# ---- vision_test_ctrl_flat ----
### Met2 routing, vision_test_ctrl_flat

Drawn at 3 px/µm. Cells faint in the background.
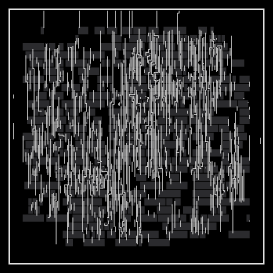

File: src/rtl/vision_test_if.sv
// Handshake bundle between the eye-chart sequencer and its key/display neighbours.
// The slave side is the sequencer; the master side drives keys and watches the display.
interface vision_test_if;
  logic       start_pulse;
  logic [3:0] dir_pulse;
  logic       show_en;
  logic [1:0] orient;
  logic [3:0] size_level;
  logic [7:0] bcd;
  logic       X_signal;
  logic       busy;
  logic       done;

  modport master (
    output start_pulse, dir_pulse,
    input  show_en, orient, size_level, bcd, X_signal, busy, done
  );

  modport slave (
    input  start_pulse, dir_pulse,
    output show_en, orient, size_level, bcd, X_signal, busy, done
  );
endinterface

File: src/rtl/vision_test_ctrl.sv
// Vision test session sequencer: shows a randomly oriented "E" per trial, judges key
// responses with a timeout, walks acuity levels and reports the result as BCD.
module vision_test_ctrl #(
  parameter int NUM_LEVELS  = 14,
  parameter int PASS_MIN    = 3,
  parameter int FAIL_MAX    = 2,
  parameter int TIMEOUT_CYC = 50000000,
  parameter int FB_CYC      = 5000000
) (
  input  logic         sys_clk,
  input  logic         sys_rst,
  vision_test_if.slave bus
);

  // One timer serves both the response window and the feedback hold.
  localparam int TMAX = (TIMEOUT_CYC > FB_CYC) ? TIMEOUT_CYC : FB_CYC;
  localparam int TW   = $clog2(TMAX + 1);
  localparam int CW   = $clog2(PASS_MIN + 1);
  localparam int WW   = $clog2(FAIL_MAX + 1);

  typedef enum logic [2:0] {
    IDLE     = 3'd0,
    SHOW     = 3'd1,
    FEEDBACK = 3'd2,
    EVAL     = 3'd3,
    DONE     = 3'd4
  } state_t;

  typedef struct packed {
    state_t          state;
    logic [3:0]      level;
    logic [CW-1:0]   corr;
    logic [WW-1:0]   wrong;
    logic [TW-1:0]   tmr;
    logic            show_en;
    logic [1:0]      orient;
    logic [3:0]      size_level;
    logic [7:0]      bcd;
    logic            x;
    logic            busy;
    logic            done;
  } ctrl_t;

  ctrl_t      r, n;
  logic [7:0] lfsr;
  logic       go_show, go_done, hit;
  logic [3:0] show_lvl;
  logic [1:0] pick;

  function automatic logic [7:0] acuity(input logic [3:0] l);
    return (l < 4'd10) ? {4'd4, l} : {4'd5, l - 4'd10};
  endfunction

  always_comb begin
    n        = r;
    go_show  = 1'b0;
    go_done  = 1'b0;
    show_lvl = r.level;
    // A hit needs exactly one key bit, and it must be the displayed orientation.
    hit      = (bus.dir_pulse == (4'b0001 << r.orient));
    pick     = (lfsr[1:0] == r.orient) ? lfsr[1:0] + 2'd1 : lfsr[1:0];

    if (bus.start_pulse) begin
      go_show  = 1'b1;
      show_lvl = '0;
      n.corr   = '0;
      n.wrong  = '0;
      n.done   = 1'b0;
      n.busy   = 1'b1;
      n.x      = 1'b0;
    end else begin
      case (r.state)
        SHOW: begin
          if (|bus.dir_pulse || r.tmr == TW'(TIMEOUT_CYC - 1)) begin
            n.state   = FEEDBACK;
            n.tmr     = '0;
            n.show_en = 1'b0;
            n.x       = ~hit;
            if (hit) n.corr  = r.corr + 1'b1;
            else     n.wrong = r.wrong + 1'b1;
          end else begin
            n.tmr = r.tmr + 1'b1;
          end
        end
        FEEDBACK: begin
          if (r.tmr == TW'(FB_CYC - 1)) begin
            n.state = EVAL;
            n.x     = 1'b0;
          end else begin
            n.tmr = r.tmr + 1'b1;
          end
        end
        EVAL: begin
          if (r.corr == CW'(PASS_MIN)) begin
            if (r.level == 4'(NUM_LEVELS - 1)) begin
              go_done = 1'b1;
              n.bcd   = acuity(r.level);
            end else begin
              go_show  = 1'b1;
              show_lvl = r.level + 4'd1;
              n.corr   = '0;
              n.wrong  = '0;
            end
          end else if (r.wrong == WW'(FAIL_MAX)) begin
            go_done = 1'b1;
            // Failing the very first level leaves no acuity to report.
            if (r.level != 4'd0) begin
              n.bcd = acuity(r.level - 4'd1);
            end else begin
              n.bcd = 8'h00;
              n.x   = 1'b1;
            end
          end else begin
            go_show = 1'b1;
          end
        end
        default: ;
      endcase
    end

    if (go_done) begin
      n.state   = DONE;
      n.busy    = 1'b0;
      n.done    = 1'b1;
      n.show_en = 1'b0;
    end

    if (go_show) begin
      n.state      = SHOW;
      n.level      = show_lvl;
      n.tmr        = '0;
      n.show_en    = 1'b1;
      n.size_level = show_lvl;
      n.bcd        = acuity(show_lvl);
      n.orient     = pick;
    end
  end

  always_ff @(posedge sys_clk) begin
    if (sys_rst) begin
      r    <= '0;
      lfsr <= 8'hA5;
    end else begin
      r    <= n;
      lfsr <= {lfsr[6:0], lfsr[7] ^ lfsr[5] ^ lfsr[4] ^ lfsr[3]};
    end
  end

  assign bus.show_en    = r.show_en;
  assign bus.orient     = r.orient;
  assign bus.size_level = r.size_level;
  assign bus.bcd        = r.bcd;
  assign bus.X_signal   = r.x;
  assign bus.busy       = r.busy;
  assign bus.done       = r.done;

endmodule

File: src/flat_wrapper.sv
// flat-port wrapper written by rule: the top's interface ports become plain ports
module vision_test_ctrl_flat 
#(
  parameter int NUM_LEVELS  = 14,
  parameter int PASS_MIN    = 3,
  parameter int FAIL_MAX    = 2,
  parameter int TIMEOUT_CYC = 50000000,
  parameter int FB_CYC      = 5000000
)
  (sys_clk, sys_rst, bus_start_pulse, bus_dir_pulse, bus_show_en, bus_orient, bus_size_level, bus_bcd, bus_X_signal, bus_busy, bus_done);
  vision_test_if bus_i ();
  input  logic sys_clk;
  input  logic sys_rst;
  input wire logic [$bits(bus_i.start_pulse)-1:0] bus_start_pulse;
  input wire logic [$bits(bus_i.dir_pulse)-1:0] bus_dir_pulse;
  output wire logic [$bits(bus_i.show_en)-1:0] bus_show_en;
  output wire logic [$bits(bus_i.orient)-1:0] bus_orient;
  output wire logic [$bits(bus_i.size_level)-1:0] bus_size_level;
  output wire logic [$bits(bus_i.bcd)-1:0] bus_bcd;
  output wire logic [$bits(bus_i.X_signal)-1:0] bus_X_signal;
  output wire logic [$bits(bus_i.busy)-1:0] bus_busy;
  output wire logic [$bits(bus_i.done)-1:0] bus_done;
  assign bus_i.start_pulse = bus_start_pulse;
  assign bus_i.dir_pulse = bus_dir_pulse;
  assign bus_show_en = bus_i.show_en;
  assign bus_orient = bus_i.orient;
  assign bus_size_level = bus_i.size_level;
  assign bus_bcd = bus_i.bcd;
  assign bus_X_signal = bus_i.X_signal;
  assign bus_busy = bus_i.busy;
  assign bus_done = bus_i.done;
  vision_test_ctrl #(.NUM_LEVELS(NUM_LEVELS), .PASS_MIN(PASS_MIN), .FAIL_MAX(FAIL_MAX), .TIMEOUT_CYC(TIMEOUT_CYC), .FB_CYC(FB_CYC)) u_core (.sys_clk(sys_clk), .sys_rst(sys_rst), .bus(bus_i));
endmodule
File: config.mk
export PLATFORM = sky130hd
export DESIGN_NAME = vision_test_ctrl_flat
export DESIGN_NICKNAME = d
export VERILOG_FILES = /design/src/rtl/vision_test_if.sv /design/src/rtl/vision_test_ctrl.sv /design/src/flat_wrapper.sv
export SDC_FILE = /design/constraint.sdc
export NUM_CORES = 1
export LEC_CHECK = 0
export CAP_MARGIN = 10
export CORE_MARGIN = 4
export CORE_UTILIZATION = 59
export CTS_CLUSTER_DIAMETER = 30
export DETAILED_ROUTE_END_ITERATION = 8
export PLACE_DENSITY = 0.8
export SETUP_SLACK_MARGIN = 0.5
export SYNTH_ARGS = -nofsm -noshare
export SYNTH_HDL_FRONTEND = slang
export SYNTH_SLANG_ARGS = --single-unit
File: constraint.sdc
create_clock -name sys_clk -period 3 [get_ports sys_clk]
set_input_delay 0.9 -clock sys_clk [delete_from_list [all_inputs] [get_ports sys_clk]]
set_output_delay 0.9 -clock sys_clk [all_outputs]
set_load 0.01 [all_outputs]
# ---- cpu_seq_ctrl ----
<file path="src/rtl/cpu_seq_ctrl.sv">
// cpu_seq_ctrl: multi-cycle IF/ID/EX/MEM/WB sequencer for the RV32I core.
// Generates IR/PC/RF write enables and the imem/dmem request handshakes,
// with a memory wait timeout that traps into a sticky error state.
// Optional macro CPU_PERF_CNT_EN adds the cycle and retired-instruction counters.
module cpu_seq_ctrl #(
  parameter logic [15:0] MEM_TIMEOUT = 16'd255,
  parameter int unsigned CNT_W       = 32
) (
  input  logic             clk,
  input  logic             rst_n,
  input  logic             run,
  output logic             imem_req,
  input  logic             imem_ready,
  output logic             ir_we,
  input  logic             dec_is_load,
  input  logic             dec_is_store,
  input  logic             dec_reg_we,
  input  logic             dec_is_halt,
  output logic             ex_en,
  output logic             dmem_req,
  output logic             dmem_we,
  input  logic             dmem_ack,
  output logic             rf_we,
  output logic             pc_we,
  output logic [2:0]       state,
  output logic             halted,
  output logic             bus_err,
  output logic [CNT_W-1:0] cycle_cnt,
  output logic [CNT_W-1:0] instret_cnt
);

  localparam int unsigned TO_W = 16;

  typedef enum logic [2:0] {
    S_IF   = 3'd0,
    S_ID   = 3'd1,
    S_EX   = 3'd2,
    S_MEM  = 3'd3,
    S_WB   = 3'd4,
    S_HALT = 3'd5,
    S_ERR  = 3'd6
  } state_t;

  state_t          state_q, state_d;
  logic            req_pending_q, req_pending_d;
  logic [TO_W-1:0] to_cnt_q, to_cnt_d;
  logic            bus_err_q, bus_err_d;
  logic            waiting;
  logic            expire;

  // State and handshake bookkeeping registers.
  always_ff @(posedge clk or negedge rst_n) begin
    if (!rst_n) begin
      state_q       <= S_IF;
      req_pending_q <= 1'b0;
      to_cnt_q      <= '0;
      bus_err_q     <= 1'b0;
    end else begin
      state_q       <= state_d;
      req_pending_q <= req_pending_d;
      to_cnt_q      <= to_cnt_d;
      bus_err_q     <= bus_err_d;
    end
  end

  // Next state, strobes and timeout bookkeeping.
  always_comb begin
    state_d  = state_q;
    imem_req = 1'b0;
    ir_we    = 1'b0;
    ex_en    = 1'b0;
    dmem_req = 1'b0;
    dmem_we  = 1'b0;
    rf_we    = 1'b0;
    pc_we    = 1'b0;
    waiting  = 1'b0;
    expire   = (MEM_TIMEOUT != 16'd0) && (to_cnt_q == (MEM_TIMEOUT - 16'd1));

    case (state_q)
      S_IF: begin
        // Gate with rst_n so no fetch request escapes while held in reset.
        imem_req = rst_n & (run | req_pending_q);
        if (imem_req) begin
          waiting = 1'b1;
          if (imem_ready) begin
            ir_we   = 1'b1;
            state_d = S_ID;
          end else if (expire) begin
            state_d = S_ERR;
          end
        end
      end
      S_ID: begin
        state_d = dec_is_halt ? S_HALT : S_EX;
      end
      S_EX: begin
        ex_en   = 1'b1;
        state_d = (dec_is_load | dec_is_store) ? S_MEM : S_WB;
      end
      S_MEM: begin
        dmem_req = 1'b1;
        dmem_we  = dec_is_store;
        waiting  = 1'b1;
        if (dmem_ack) begin
          state_d = S_WB;
        end else if (expire) begin
          state_d = S_ERR;
        end
      end
      S_WB: begin
        pc_we   = 1'b1;
        rf_we   = dec_reg_we & ~dec_is_store;
        state_d = S_IF;
      end
      S_HALT:  state_d = S_HALT;
      S_ERR:   state_d = S_ERR;
      default: state_d = S_ERR;
    endcase

    // Pending holds an issued fetch even if run drops before imem_ready.
    req_pending_d = (state_q == S_IF) && imem_req && !imem_ready;
    to_cnt_d      = (waiting && (state_d == state_q)) ? (to_cnt_q + TO_W'(1)) : '0;
    bus_err_d     = bus_err_q | (state_d == S_ERR);
  end

  assign state   = state_q;
  assign halted  = (state_q == S_HALT);
  assign bus_err = bus_err_q;

`ifdef CPU_PERF_CNT_EN
  logic [CNT_W-1:0] cycle_q;
  logic [CNT_W-1:0] instret_q;

  // Performance counters; wrap naturally at 2^CNT_W.
  always_ff @(posedge clk or negedge rst_n) begin
    if (!rst_n) begin
      cycle_q   <= '0;
      instret_q <= '0;
    end else begin
      if ((state_q != S_HALT) && (state_q != S_ERR)) begin
        cycle_q <= cycle_q + CNT_W'(1);
      end
      if (state_q == S_WB) begin
        instret_q <= instret_q + CNT_W'(1);
      end
    end
  end

  assign cycle_cnt   = cycle_q;
  assign instret_cnt = instret_q;
`else
  assign cycle_cnt   = '0;
  assign instret_cnt = '0;
`endif

endmodule

</file>
<file path="config.mk">
export PLATFORM = sky130hd
export DESIGN_NAME = cpu_seq_ctrl
export DESIGN_NICKNAME = d
export VERILOG_FILES = /design/src/rtl/cpu_seq_ctrl.sv
export SDC_FILE = /design/constraint.sdc
export NUM_CORES = 1
export LEC_CHECK = 0
export ABC_AREA = 1
export ABC_CLOCK_PERIOD_IN_PS = 3110
export CAP_MARGIN = 20
export CELL_PAD_IN_SITES_DETAIL_PLACEMENT = 1
export CELL_PAD_IN_SITES_GLOBAL_PLACEMENT = 1
export CORE_UTILIZATION = 31
export CTS_BUF_LIST = sky130_fd_sc_hd__clkbuf_16
export DETAILED_ROUTE_END_ITERATION = 8
export PLACE_DENSITY = 0.95
export SYNTH_ARGS = -nofsm -noshare
export SYNTH_HDL_FRONTEND = slang
export SYNTH_SLANG_ARGS = --single-unit
</file>
<file path="constraint.sdc">
create_clock -name clk -period 3.11 [get_ports clk]
set_clock_uncertainty 0.05 [all_clocks]
set_input_delay 0.622 -clock clk [delete_from_list [all_inputs] [get_ports clk]]
set_output_delay 0.622 -clock clk [all_outputs]
set_load 0.05 [all_outputs]
</file>
# ---- sync_fifo_flat ----
$ cat src/rtl/sync_fifo_if.sv
// Handshake bundle between a FIFO driver (master) and the FIFO storage (slave).
interface sync_fifo_if #(
  parameter int DEPTH = 8,
  parameter int WIDTH = 8
);
  localparam int AW = $clog2(DEPTH);

  logic             w_en;
  logic [WIDTH-1:0] data_in;
  logic             r_en;
  logic [WIDTH-1:0] data_out;
  logic             full;
  logic             empty;
  logic [AW:0]      count;
  logic             overflow;
  logic             underflow;

  modport master (
    output w_en, data_in, r_en,
    input  data_out, full, empty, count, overflow, underflow
  );

  modport slave (
    input  w_en, data_in, r_en,
    output data_out, full, empty, count, overflow, underflow
  );
endinterface

$ cat src/rtl/sync_fifo.sv
// Single-clock FIFO with wrap-bit pointers, registered read data and sticky
// overflow/underflow flags.
module sync_fifo #(
  parameter int DEPTH = 8,
  parameter int WIDTH = 8
) (
  input  logic        clk,
  input  logic        rst_n,
  sync_fifo_if.slave  bus
);
  localparam int AW = $clog2(DEPTH);

  logic [WIDTH-1:0] mem_q [DEPTH];
  logic [AW:0]      wr_ptr_q, wr_ptr_d;
  logic [AW:0]      rd_ptr_q, rd_ptr_d;
  logic [WIDTH-1:0] data_out_q, data_out_d;
  logic             ovf_q, ovf_d;
  logic             udf_q, udf_d;

  logic             full, empty;
  logic             wr_ok, rd_ok;
  logic [AW-1:0]    wr_addr, rd_addr;

  assign wr_addr = wr_ptr_q[AW-1:0];
  assign rd_addr = rd_ptr_q[AW-1:0];

  // Flags come only from registered pointers, so they never glitch.
  assign empty = (wr_ptr_q == rd_ptr_q);
  assign full  = (wr_addr == rd_addr) && (wr_ptr_q[AW] != rd_ptr_q[AW]);

  // A write while full is allowed only when a read frees the slot that edge.
  assign rd_ok = bus.r_en && !empty;
  assign wr_ok = bus.w_en && (!full || rd_ok);

  always_comb begin
    wr_ptr_d   = wr_ptr_q + {{AW{1'b0}}, wr_ok};
    rd_ptr_d   = rd_ptr_q + {{AW{1'b0}}, rd_ok};
    data_out_d = rd_ok ? mem_q[rd_addr] : data_out_q;
    ovf_d      = ovf_q | (bus.w_en & ~wr_ok);
    udf_d      = udf_q | (bus.r_en & empty);
  end

  always_ff @(posedge clk) begin
    if (!rst_n) begin
      wr_ptr_q   <= '0;
      rd_ptr_q   <= '0;
      data_out_q <= '0;
      ovf_q      <= 1'b0;
      udf_q      <= 1'b0;
    end else begin
      wr_ptr_q   <= wr_ptr_d;
      rd_ptr_q   <= rd_ptr_d;
      data_out_q <= data_out_d;
      ovf_q      <= ovf_d;
      udf_q      <= udf_d;
    end
  end

  // Storage is deliberately left uncleared by reset.
  always_ff @(posedge clk) begin
    if (rst_n && wr_ok) begin
      mem_q[wr_addr] <= bus.data_in;
    end
  end

  assign bus.data_out  = data_out_q;
  assign bus.full      = full;
  assign bus.empty     = empty;
  assign bus.count     = wr_ptr_q - rd_ptr_q;
  assign bus.overflow  = ovf_q;
  assign bus.underflow = udf_q;
endmodule

$ cat src/flat_wrapper.sv
// flat-port wrapper written by rule: the top's interface ports become plain ports
module sync_fifo_flat 
#(
  parameter int DEPTH = 8,
  parameter int WIDTH = 8
)
  (clk, rst_n, bus_w_en, bus_data_in, bus_r_en, bus_data_out, bus_full, bus_empty, bus_count, bus_overflow, bus_underflow);
  sync_fifo_if #(.DEPTH(DEPTH), .WIDTH(WIDTH)) bus_i ();
  input  logic clk;
  input  logic rst_n;
  input wire logic [$bits(bus_i.w_en)-1:0] bus_w_en;
  input wire logic [$bits(bus_i.data_in)-1:0] bus_data_in;
  input wire logic [$bits(bus_i.r_en)-1:0] bus_r_en;
  output wire logic [$bits(bus_i.data_out)-1:0] bus_data_out;
  output wire logic [$bits(bus_i.full)-1:0] bus_full;
  output wire logic [$bits(bus_i.empty)-1:0] bus_empty;
  output wire logic [$bits(bus_i.count)-1:0] bus_count;
  output wire logic [$bits(bus_i.overflow)-1:0] bus_overflow;
  output wire logic [$bits(bus_i.underflow)-1:0] bus_underflow;
  assign bus_i.w_en = bus_w_en;
  assign bus_i.data_in = bus_data_in;
  assign bus_i.r_en = bus_r_en;
  assign bus_data_out = bus_i.data_out;
  assign bus_full = bus_i.full;
  assign bus_empty = bus_i.empty;
  assign bus_count = bus_i.count;
  assign bus_overflow = bus_i.overflow;
  assign bus_underflow = bus_i.underflow;
  sync_fifo #(.DEPTH(DEPTH), .WIDTH(WIDTH)) u_core (.clk(clk), .rst_n(rst_n), .bus(bus_i));
endmodule
$ cat config.mk
export PLATFORM = sky130hd
export DESIGN_NAME = sync_fifo_flat
export DESIGN_NICKNAME = d
export VERILOG_FILES = /design/src/rtl/sync_fifo_if.sv /design/src/rtl/sync_fifo.sv /design/src/flat_wrapper.sv
export SDC_FILE = /design/constraint.sdc
export NUM_CORES = 1
export LEC_CHECK = 0
export CAP_MARGIN = 0
export CORE_ASPECT_RATIO = 1.1
export CORE_MARGIN = 5
export CORE_UTILIZATION = 51
export DETAILED_ROUTE_END_ITERATION = 7
export GPL_TIMING_DRIVEN = 0
export HOLD_SLACK_MARGIN = 0.1
export PLACE_DENSITY = 0.74
export REMOVE_ABC_BUFFERS = 1
export SYNTH_ARGS = -nofsm -noshare
export SYNTH_HDL_FRONTEND = slang
export SYNTH_SLANG_ARGS = --single-unit
$ cat constraint.sdc
create_clock -name clk -period 2.5 [get_ports clk]
set_input_delay 0.625 -clock clk [delete_from_list [all_inputs] [get_ports clk]]
set_output_delay 0.625 -clock clk [all_outputs]
set_load 0.05 [all_outputs]
# ---- mc_dispatch_ctrl ----
==> config.mk <==
export PLATFORM = sky130hd
export DESIGN_NAME = mc_dispatch_ctrl
export DESIGN_NICKNAME = d
export VERILOG_FILES = /design/src/rtl/mc_pkg.sv /design/src/rtl/mc_price_reducer.sv /design/src/rtl/mc_dispatch_ctrl.sv
export SDC_FILE = /design/constraint.sdc
export NUM_CORES = 1
export LEC_CHECK = 0
export CAP_MARGIN = 30
export CELL_PAD_IN_SITES_DETAIL_PLACEMENT = 1
export CELL_PAD_IN_SITES_GLOBAL_PLACEMENT = 1
export CORE_MARGIN = 2
export CORE_UTILIZATION = 41
export CTS_BUF_LIST = sky130_fd_sc_hd__clkbuf_2
export DETAILED_ROUTE_END_ITERATION = 6
export MAX_ROUTING_LAYER = met4
export PLACE_DENSITY_LB_ADDON = 0.08
export RECOVER_POWER = 50
export SETUP_SLACK_MARGIN = 0.15
export SYNTH_ARGS = -nofsm -noshare
export SYNTH_HDL_FRONTEND = slang
export SYNTH_SLANG_ARGS = --single-unit
export TNS_END_PERCENT = 50
==> constraint.sdc <==
create_clock -name clk -period 4.1 [get_ports clk]
set_input_delay 0.41 -clock clk [delete_from_list [all_inputs] [get_ports clk]]
set_output_delay 0.41 -clock clk [all_outputs]
set_load 0.02 [all_outputs]
==> src/rtl/mc_pkg.sv <==
`default_nettype none
// ----------------------------------------------------------------------------
// mc_pkg - shared constants, types and FSM encoding for mc_dispatch_ctrl
// Rev 1.0
// ----------------------------------------------------------------------------
package mc_pkg;

    localparam int unsigned MC_CORE_NUM = 4;
    localparam int unsigned MC_DW       = 12;
    localparam int unsigned MC_CW       = 10;

    function automatic int unsigned mc_log2(input int unsigned n);
        return $clog2(n);
    endfunction

    localparam int unsigned MC_LOG2_CORE = mc_log2(MC_CORE_NUM);

    typedef logic [MC_DW-1:0] price_t;
    typedef logic [MC_DW-1:0] path_t;

    typedef enum logic [2:0] {
        ST_IDLE     = 3'd0,
        ST_DISPATCH = 3'd1,
        ST_DRAIN    = 3'd2,
        ST_REDUCE   = 3'd3,
        ST_DONE     = 3'd4
    } mc_state_t;

endpackage
`default_nettype wire

==> src/rtl/mc_price_reducer.sv <==
`default_nettype none
// ----------------------------------------------------------------------------
// mc_price_reducer - captures per-core prices, sums them one per cycle, averages
// Rev 1.0
// ----------------------------------------------------------------------------
module mc_price_reducer
    import mc_pkg::*;
#(
    parameter int unsigned CORE_NUM = MC_CORE_NUM,
    parameter int unsigned DW       = MC_DW
) (
    input  logic                   clk,
    input  logic                   rst_n,
    input  logic                   i_clear,
    input  logic [CORE_NUM-1:0]    i_capture,
    input  logic [CORE_NUM*DW-1:0] i_core_price,
    input  logic                   i_start,
    output logic                   o_last,
    output logic                   o_done,
    output logic [DW-1:0]          o_avg
);

    localparam int unsigned PW = mc_log2(CORE_NUM);
    localparam int unsigned AW = DW + PW;

    logic [DW-1:0] r_buf [CORE_NUM];
    logic [AW-1:0] r_acc;
    logic [PW-1:0] r_idx;
    logic          r_active;
    logic          r_done;
    logic [DW-1:0] r_avg;
    logic [AW-1:0] w_acc_next;

    // Accumulator carries PW extra bits, so a full bank of max prices cannot wrap.
    assign w_acc_next = r_acc + AW'(r_buf[r_idx]);
    assign o_last     = r_active && (r_idx == PW'(CORE_NUM - 1));
    assign o_done     = r_done;
    assign o_avg      = r_avg;

    always_ff @(posedge clk or negedge rst_n) begin
        if (!rst_n) begin
            for (int i = 0; i < CORE_NUM; i++) r_buf[i] <= '0;
            r_acc    <= '0;
            r_idx    <= '0;
            r_active <= 1'b0;
            r_done   <= 1'b0;
            r_avg    <= '0;
        end else begin
            r_done <= 1'b0;
            if (i_clear) begin
                for (int i = 0; i < CORE_NUM; i++) r_buf[i] <= '0;
            end else begin
                for (int i = 0; i < CORE_NUM; i++) begin
                    if (i_capture[i]) r_buf[i] <= i_core_price[i*DW +: DW];
                end
            end

            if (i_start) begin
                r_active <= 1'b1;
                r_acc    <= '0;
                r_idx    <= '0;
            end else if (r_active) begin
                r_acc <= w_acc_next;
                r_idx <= r_idx + PW'(1);
                if (o_last) begin
                    r_active <= 1'b0;
                    r_done   <= 1'b1;
                    r_avg    <= DW'(w_acc_next >> PW);
                end
            end
        end
    end

endmodule
`default_nettype wire

==> src/rtl/mc_dispatch_ctrl.sv <==
`default_nettype none
// ----------------------------------------------------------------------------
// mc_dispatch_ctrl - round-robin path dispatch to MC cores and job price reduction
// Rev 1.0
// ----------------------------------------------------------------------------
module mc_dispatch_ctrl
    import mc_pkg::*;
#(
    parameter int unsigned CORE_NUM = MC_CORE_NUM,
    parameter int unsigned DW       = MC_DW,
    parameter int unsigned CW       = MC_CW
) (
    input  logic                   clk,
    input  logic                   rst_n,
    input  logic                   i_start,
    input  logic [DW-1:0]          i_k_in,
    input  logic [CW-1:0]          i_n_paths,
    input  logic                   i_path_valid,
    input  logic [DW-1:0]          i_path_data,
    output logic                   o_path_ready,
    output logic [DW-1:0]          o_core_k,
    output logic [CORE_NUM-1:0]    o_core_path_valid,
    output logic [CORE_NUM*DW-1:0] o_core_path,
    output logic [CORE_NUM-1:0]    o_core_last,
    input  logic [CORE_NUM-1:0]    i_core_done,
    input  logic [CORE_NUM*DW-1:0] i_core_price,
    output logic                   o_busy,
    output logic [DW-1:0]          o_price,
    output logic                   o_price_valid
);

    localparam int unsigned     PW         = mc_log2(CORE_NUM);
    localparam logic [CW-1:0]   C_LOW_MASK = CW'(CORE_NUM - 1);

    mc_state_t              r_state;
    mc_state_t              w_state_next;
    logic [PW-1:0]          r_rr_ptr;
    logic [CW-1:0]          r_remaining;
    logic [DW-1:0]          r_core_k;
    logic [CORE_NUM-1:0]    r_core_path_valid;
    logic [CORE_NUM-1:0]    r_core_last;
    logic [CORE_NUM*DW-1:0] r_core_path;
    logic [CORE_NUM-1:0]    r_last_issued;
    logic [CORE_NUM-1:0]    r_done_seen;

    logic [CW-1:0]          w_eff;
    logic                   w_job_start;
    logic                   w_accept;
    logic                   w_is_last;
    logic [CORE_NUM-1:0]    w_onehot;
    logic [CORE_NUM-1:0]    w_capture;
    logic                   w_all_done;
    logic                   w_red_last;

    // Jobs are rounded down to whole rounds so every core sees the same path count.
    assign w_eff       = i_n_paths & ~C_LOW_MASK;
    assign w_job_start = (r_state == ST_IDLE) && i_start && (w_eff != '0);
    assign w_accept    = (r_state == ST_DISPATCH) && i_path_valid;
    assign w_onehot    = CORE_NUM'(1) << r_rr_ptr;
    assign w_is_last   = (r_remaining <= CW'(CORE_NUM));
    // Stale or early done levels are masked until that core has its final sample.
    assign w_capture   = (r_state == ST_DRAIN) ? (i_core_done & r_last_issued & ~r_done_seen)
                                               : '0;
    assign w_all_done  = &(r_done_seen | w_capture);

    assign o_core_k          = r_core_k;
    assign o_core_path_valid = r_core_path_valid;
    assign o_core_path       = r_core_path;
    assign o_core_last       = r_core_last;

    always_ff @(posedge clk or negedge rst_n) begin
        if (!rst_n) r_state <= ST_IDLE;
        else        r_state <= w_state_next;
    end

    always_comb begin
        w_state_next = r_state;
        o_path_ready = 1'b0;
        o_busy       = 1'b1;
        case (r_state)
            ST_IDLE: begin
                o_busy = 1'b0;
                if (w_job_start) w_state_next = ST_DISPATCH;
            end
            ST_DISPATCH: begin
                o_path_ready = 1'b1;
                if (w_accept && (r_remaining == CW'(1))) w_state_next = ST_DRAIN;
            end
            ST_DRAIN:  if (w_all_done) w_state_next = ST_REDUCE;
            ST_REDUCE: if (w_red_last) w_state_next = ST_DONE;
            ST_DONE:   w_state_next = ST_IDLE;
            default:   w_state_next = ST_IDLE;
        endcase
    end

    always_ff @(posedge clk or negedge rst_n) begin
        if (!rst_n) begin
            r_rr_ptr          <= '0;
            r_remaining       <= '0;
            r_core_k          <= '0;
            r_core_path_valid <= '0;
            r_core_last       <= '0;
            r_core_path       <= '0;
            r_last_issued     <= '0;
            r_done_seen       <= '0;
        end else begin
            r_core_path_valid <= '0;
            r_core_last       <= '0;
            if (w_job_start) begin
                r_core_k      <= i_k_in;
                r_remaining   <= w_eff;
                r_rr_ptr      <= '0;
                r_done_seen   <= '0;
                r_last_issued <= '0;
            end else begin
                r_done_seen <= r_done_seen | w_capture;
            end

            if (w_accept) begin
                r_core_path_valid                <= w_onehot;
                r_core_path[r_rr_ptr*DW +: DW]   <= i_path_data;
                r_rr_ptr                         <= r_rr_ptr + PW'(1);
                r_remaining                      <= r_remaining - CW'(1);
                if (w_is_last) begin
                    r_core_last   <= w_onehot;
                    r_last_issued <= r_last_issued | w_onehot;
                end
            end
        end
    end

    mc_price_reducer #(
        .CORE_NUM (CORE_NUM),
        .DW       (DW)
    ) u_reducer (
        .clk          (clk),
        .rst_n        (rst_n),
        .i_clear      (w_job_start),
        .i_capture    (w_capture),
        .i_core_price (i_core_price),
        .i_start      ((r_state == ST_DRAIN) && w_all_done),
        .o_last       (w_red_last),
        .o_done       (o_price_valid),
        .o_avg        (o_price)
    );

endmodule
`default_nettype wire


==> layout pictures side by side <==
Logic cells by family.
panel A
Drawn at 6 px/µm.
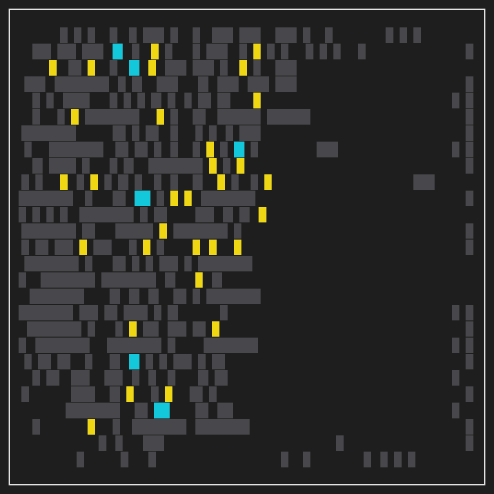
panel B
Drawn at 4 px/µm.
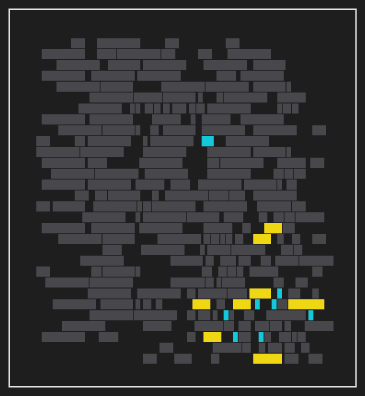
panel C
Drawn at 3 px/µm.
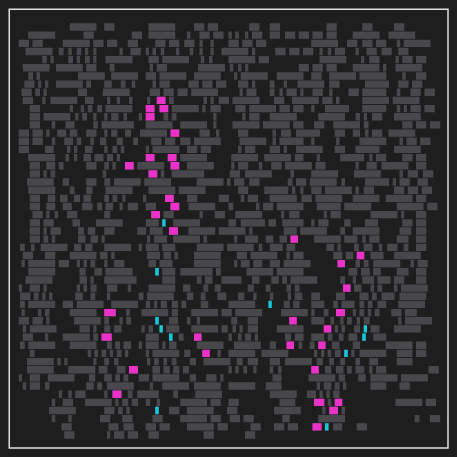
panel D
Drawn at 6 px/µm.
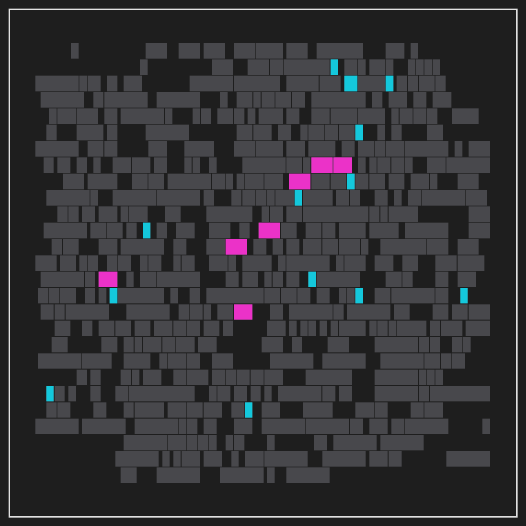
Panel C comes from mc_dispatch_ctrl.
Panel A comes from cpu_seq_ctrl.
Panel B comes from sync_fifo_flat.
Panel D comes from vision_test_ctrl_flat.
Of these, largest die: panel C
Of these, most cells: panel C

### Drive-strength map, vision_test_ctrl_flat

Drawn at 6 px/µm.
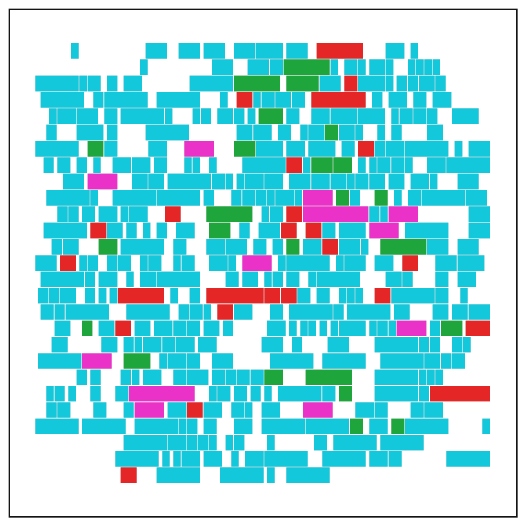
size	colour	cells	share	most used
_3 and _4 cells	red	25	5.7%	buf_4
_0 and _1 cells	cyan	378	86%	dfxtp_1
_6 and larger	magenta	12	2.7%	clkbuf_8
_2 cells	green	24	5.5%	or2_2
final instance area: 0.00394 mm²
final worst slack: 0.585 ns

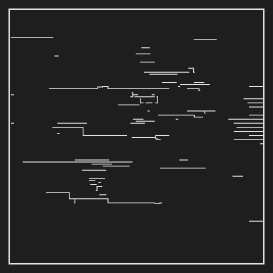
*Metal 3, vision_test_ctrl_flat*
Drawn at 3 px/µm.
longest straight run	36.3 µm
wire length on this layer	474 µm
met3 Use GR: 7.26%
final wirelength: 8090 µm

About 'Met2 routing' of vision_test_ctrl_flat:
wire length on this layer	3790 µm
longest straight run	35.9 µm
GR Layer Usage met2: 36.2%
Via Count: 3160

==> Slide: Implementation Results, vision_test_ctrl_flat <==
Physical Implementation Snapshot

Status
  • Outcome: complete, no violations

Synthesis
  • Async set or reset register ratio after synthesis: 0%
  • Cell with the most instances after synthesis: dfxtp_1
  • MUX share of area: 1.49%
  • Largest cells by area: dfxtp_1, nor2_1, ha_1, buf_4, nand2_1
  • Main flop type: dfxtp_1
  • Synth Warn #: 0
  • AND/OR/NAND/NOR Cells, Area Fraction: between 30 and 40%
  • Area leader share: 33.2%
  • Avg Inst Size Synth: between 8 and 9 µm²

Detailed routing
  • Detail Route met2 WL: about 3800 µm
  • Iteration-0 DRC count of the detailed router: roughly 230
  • Vias per inst: about 6

Floorplanning
  • Core Util at FP: about three fifths
  • Die H: roughly 84 µm
  • Ports: 25
  • DIE AREA: around 0.007 mm²
  • N_taps: between 70 and 80

GRT
  • Met1 usage: between 30% and 40%
  • First-pass GRT wire length: about 13000 µm
  • Antenna violations before repair: 0
  • Overall routing resource usage: roughly 23%
  • Overflow after GRT: 0

Cells and area
  • Max reg flops: 33
  • Antenna cells: 0
  • Number of sequential cells: 57
  • Logic Gate Count: around 310
  • Final #Nets: roughly 450
  • Nonclk inv count: 13

Clock network
  • Hold-fix buffers, CTS: 0
  • Maximum clock path buffer count: 2
  • Setup bufs post-CTS: 0
  • Post_cts resized: 11
  • Skew-Pair Late Insertion Delay: about 0.35 ns
  • Total number of H-tree levels: 3
  • Clock sinks: 57

Placement
  • Area after DPL: 0.00363 mm²
  • IO buf count: 22

STA
  • Final min period: approximately 2.4 ns
  • Slew HR: just under 50%
  • Hold Slack: ~0.42 ns
  • Clk_skew: 0.00681 ns
  • Final Setup Violations: 0
  • Share of the clock period used by the worst path: between 80% and 90%

Power
  • Peak supply drop: 0.000339 V
  • Top Consumer: sequential cells
  • Seq group: a little under 0.8 mW

Setup path
  • WP buf/inv: 2
  • Worst path slowest cell: dfxtp_2
  • RR Endpoint: u_core.bus.bcd[2]
  • CP cell instances: inv_4 > ha_2 > nand3_2 > and4_1 > nor2_2 > or2_2 > ha_1 > inv_1 > o41ai_1 > o41ai_1

Worst hold path
  • HP Class: reg2reg
  • WHS Endpoint: u_core.lfsr[7]
  • HP Start: u_core.lfsr[6]
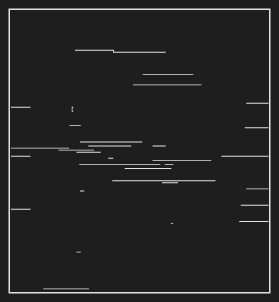
*Metal 3, sync_fifo_flat*
Drawn at 3 px/µm.
main direction	horizontal
share of all routed wire	5.8%
longest straight run	34.0 µm
nets with wire on the layer	22
wire length on this layer	348 µm
Via Count: 1730
final wirelength: 6040 µm
met3 Use GR: 3.68%

==> Slide: Implementation Results, sync_fifo_flat <==
Physical Implementation Snapshot

Status
  • Outcome: complete, no violations

Power
  • Flop pwr share: 49.0%
  • Clock power frac: around 28%
  • Seq group: 1.56 mW
  • P per Cell Area: ~800 mW/mm²
  • P_comb: roughly 0.73 mW
  • Clk power: ~0.89 mW

Cells and area
  • Flop area: roughly 0.0023 mm²
  • Antenna cells: 0
  • Most flop-heavy register: u_core.mem_q
  • Logic area: roughly 960 µm²
  • Final #Nets: ~250
  • Logic Gate Count: 98
  • FILL cells: approximately 490
  • Flop share of the area: between 50 and 60%
  • Max reg flops: 64
  • Multi-input gate share of total cell area: about a quarter
  • Syn-to-layout area delta: 18.6%
  • Number of non-filler instances in the completed layout: 317
  • Non-CTS buffers: 33
  • Nonclk inv count: 8

Synthesis
  • Syn Inst Count: 196
  • AO/OA Area Share: under 10%
  • EDFF count, synth: between 60 and 70
  • Main flop type: edfxtp_1
  • Synth Warn #: 0
  • Syn Std Cell Area: 0.00327 mm²
  • Post-synth area from yosys stat: 0.00327 mm²
  • Avg Inst Size Synth: 16.7 µm²
  • Largest cells by area: edfxtp_1, dfxtp_1, mux4_2, ha_1, nand2_1
  • Top cells by count: edfxtp_1, nand2_1, dfxtp_1
  • Synth logic family: multiplexers
  • Area leader share: 58.8%

STA
  • Fmax achieved: about 410 MHz
  • RSZ-0062 raised after global routing: no
  • Slew HR: between 50% and 60%
  • Worst-Margin Slew: just over 0.7 ns
  • Final min period: between 2 and 2.5 ns

Setup path
  • Worst Reg2Reg Path Length in Cells: 5
  • Worst Path Required: ~1.9 ns
  • Kind of critical path: reg2out
  • Setup crit end: bus_count[2]
  • Max Fanout on Critical Path: 3
  • R2R setup slack: roughly 0.23 ns

Clock network
  • Root Buffer Master: clkbuf_8
  • Hold-fix buffers, CTS: 0
  • CTS tree: built
  • Setup bufs post-CTS: 3
  • Clock sinks: 82

GRT
  • Grt peak-use layer: met2
  • Overflow after GRT: 0
  • GR Layer Usage met2: approximately 28%
  • Overall routing resource usage: around 17%

Floorplanning
  • Rows: 30
  • Core Util at FP: between 50% and 60%
  • Die width: roughly 86 µm
  • Ports: 28

Flow run
  • Number of warnings the tools reported: 25

Worst hold path
  • HP Class: reg2reg

Detailed routing
  • DRC: 0
  • Routed length per instance: 19.1 µm
  • Iteration-0 DRC count of the detailed router: a little over 100

Placement
  • Cells after DPL: roughly 300
  • IO buf count: 27
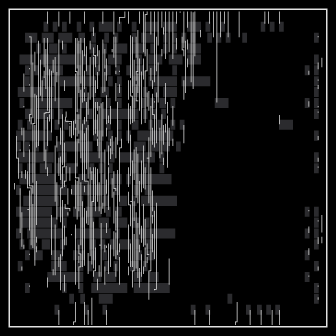
*Met2 routing, cpu_seq_ctrl*
Drawn at 4 px/µm. Cells faint in the background.
nets with wire on the layer	264
wire length on this layer	2340 µm
Via Count: 1400
final wirelength: 4050 µm
GR Layer Usage met2: 27.0%

==> Slide: Implementation Results, cpu_seq_ctrl <==
Physical Implementation Snapshot

Detailed routing
  • DRC: 0
  • Detail Route met2 WL: between 2000 and 2500 µm

Setup path
  • WP buf/inv: 2
  • R2R setup slack: roughly 1.3 ns
  • CP Depth: 4
  • Max Fanout on Critical Path: 1
  • Kind of critical path: in2out
  • RR Endpoint: to_cnt_q[4]

Clock network
  • Total number of H-tree levels: 1
  • Maximum clock path buffer count: 2
  • Clock sinks: 21

GRT
  • Overall routing resource usage: between 10% and 20%
  • Vias in the first global route: around 1400

Synthesis
  • Main flop type: dfrtp_1
  • EDFF count, synth: 0
  • Area leader share: between 20 and 30%
  • Avg Inst Size Synth: roughly 7.4 µm²

Power
  • Comb power frac: 25.9%
  • Clk power: roughly 0.28 mW
  • Top Consumer: clock
  • P per Cell Area: between 300 and 400 mW/mm²

Placement
  • Pre-CTS WS: ~0.35 ns

Status
  • Outcome: complete, no violations

Worst hold path
  • Hold path cells: 2

Flow run
  • Number of warnings the tools reported: 27
  • Max_cap viols: 0

Cells and area
  • Flop share of the area: between 20% and 30%
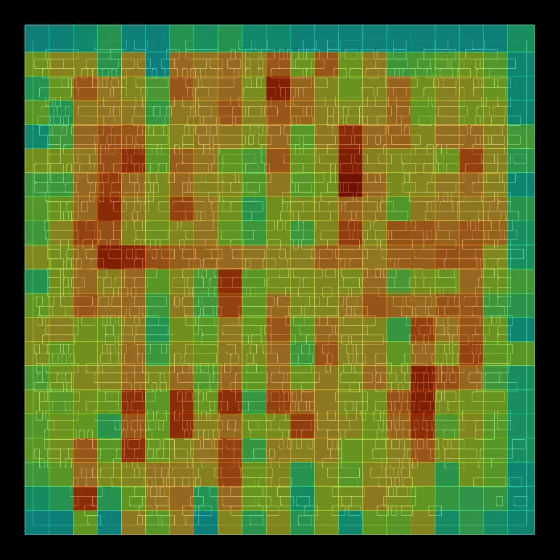
*Routing congestion, mc_dispatch_ctrl*
routed length per instance: 19.5 µm
met3 Use GR: 4.86%
met1 usage: 27.3%
overall routing resource usage: 23.8%
grt peak-use layer: met2

==> Slide: Implementation Results, mc_dispatch_ctrl <==
Physical Implementation Snapshot

Status
  • Failing checks: max-capacitance violations, max-slew violations
  • Outcome: finished, violations left

Cells and area
  • Top Layout Cells: dfrtp_1, clkdlybuf4s50_1, nand2_1, nor2_1, mux2i_1
  • Final non-clock buffer share: between 10% and 20%
  • Logic Gate Count: roughly 570
  • Post-Route Utilization: 53.5%
  • Antenna cells: 2

STA
  • Slew Limit Fails: between 150 and 200
  • Hold Slack: approximately 0.15 ns

Clock network
  • Post_cts resized: 0

Power
  • Final Total Pwr: about 5 mW
  • P_sw: roughly 1.9 mW
  • Comb power frac: a little under two fifths

GRT
  • Antenna violations before repair: 2

Flow run
  • Max_cap viols: 2

Placement
  • Cells after DPL: between 1000 and 1500

Synthesis
  • Area leader share: about half

Floorplanning
  • N_taps: around 270


==> notes/layouts.md <==
Pictures saved along the way, in no particular order.

Drive-strength map.
(a)
Drawn at 6 px/µm.
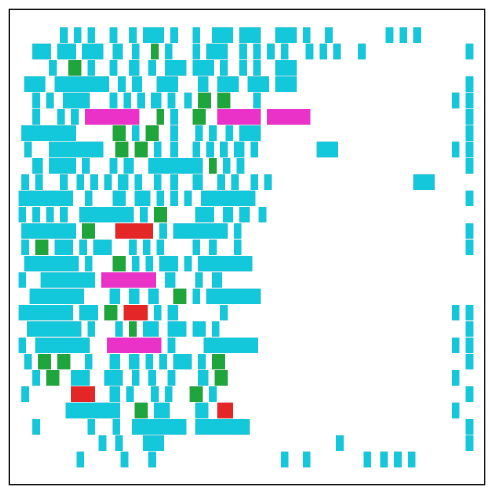
(b)
Drawn at 4 px/µm.
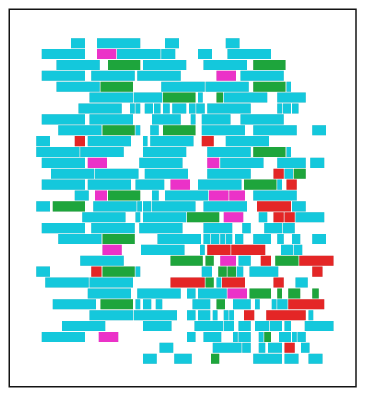
(c)
Drawn at 3 px/µm.
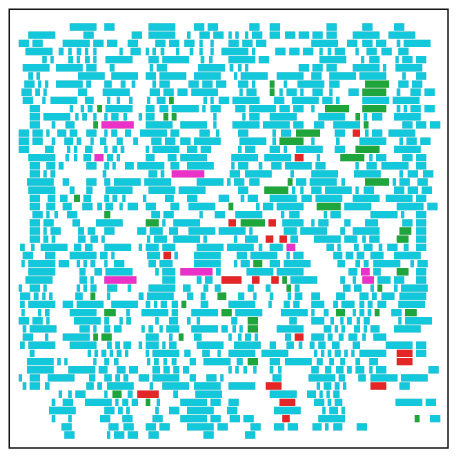
Of these, smallest die: (a)
(b) comes from sync_fifo_flat.
(a) comes from cpu_seq_ctrl.
(c) comes from mc_dispatch_ctrl.

Key to (c):
size	colour	cells	share	most used
_6 and larger	magenta	8	0.83%	bufinv_16
_3 and _4 cells	red	18	1.9%	buf_4
_2 cells	green	50	5.2%	clkbuf_2
_0 and _1 cells	cyan	888	92%	dfrtp_1

Power figures rest on the tool's default switching activity, not on a simulated workload.
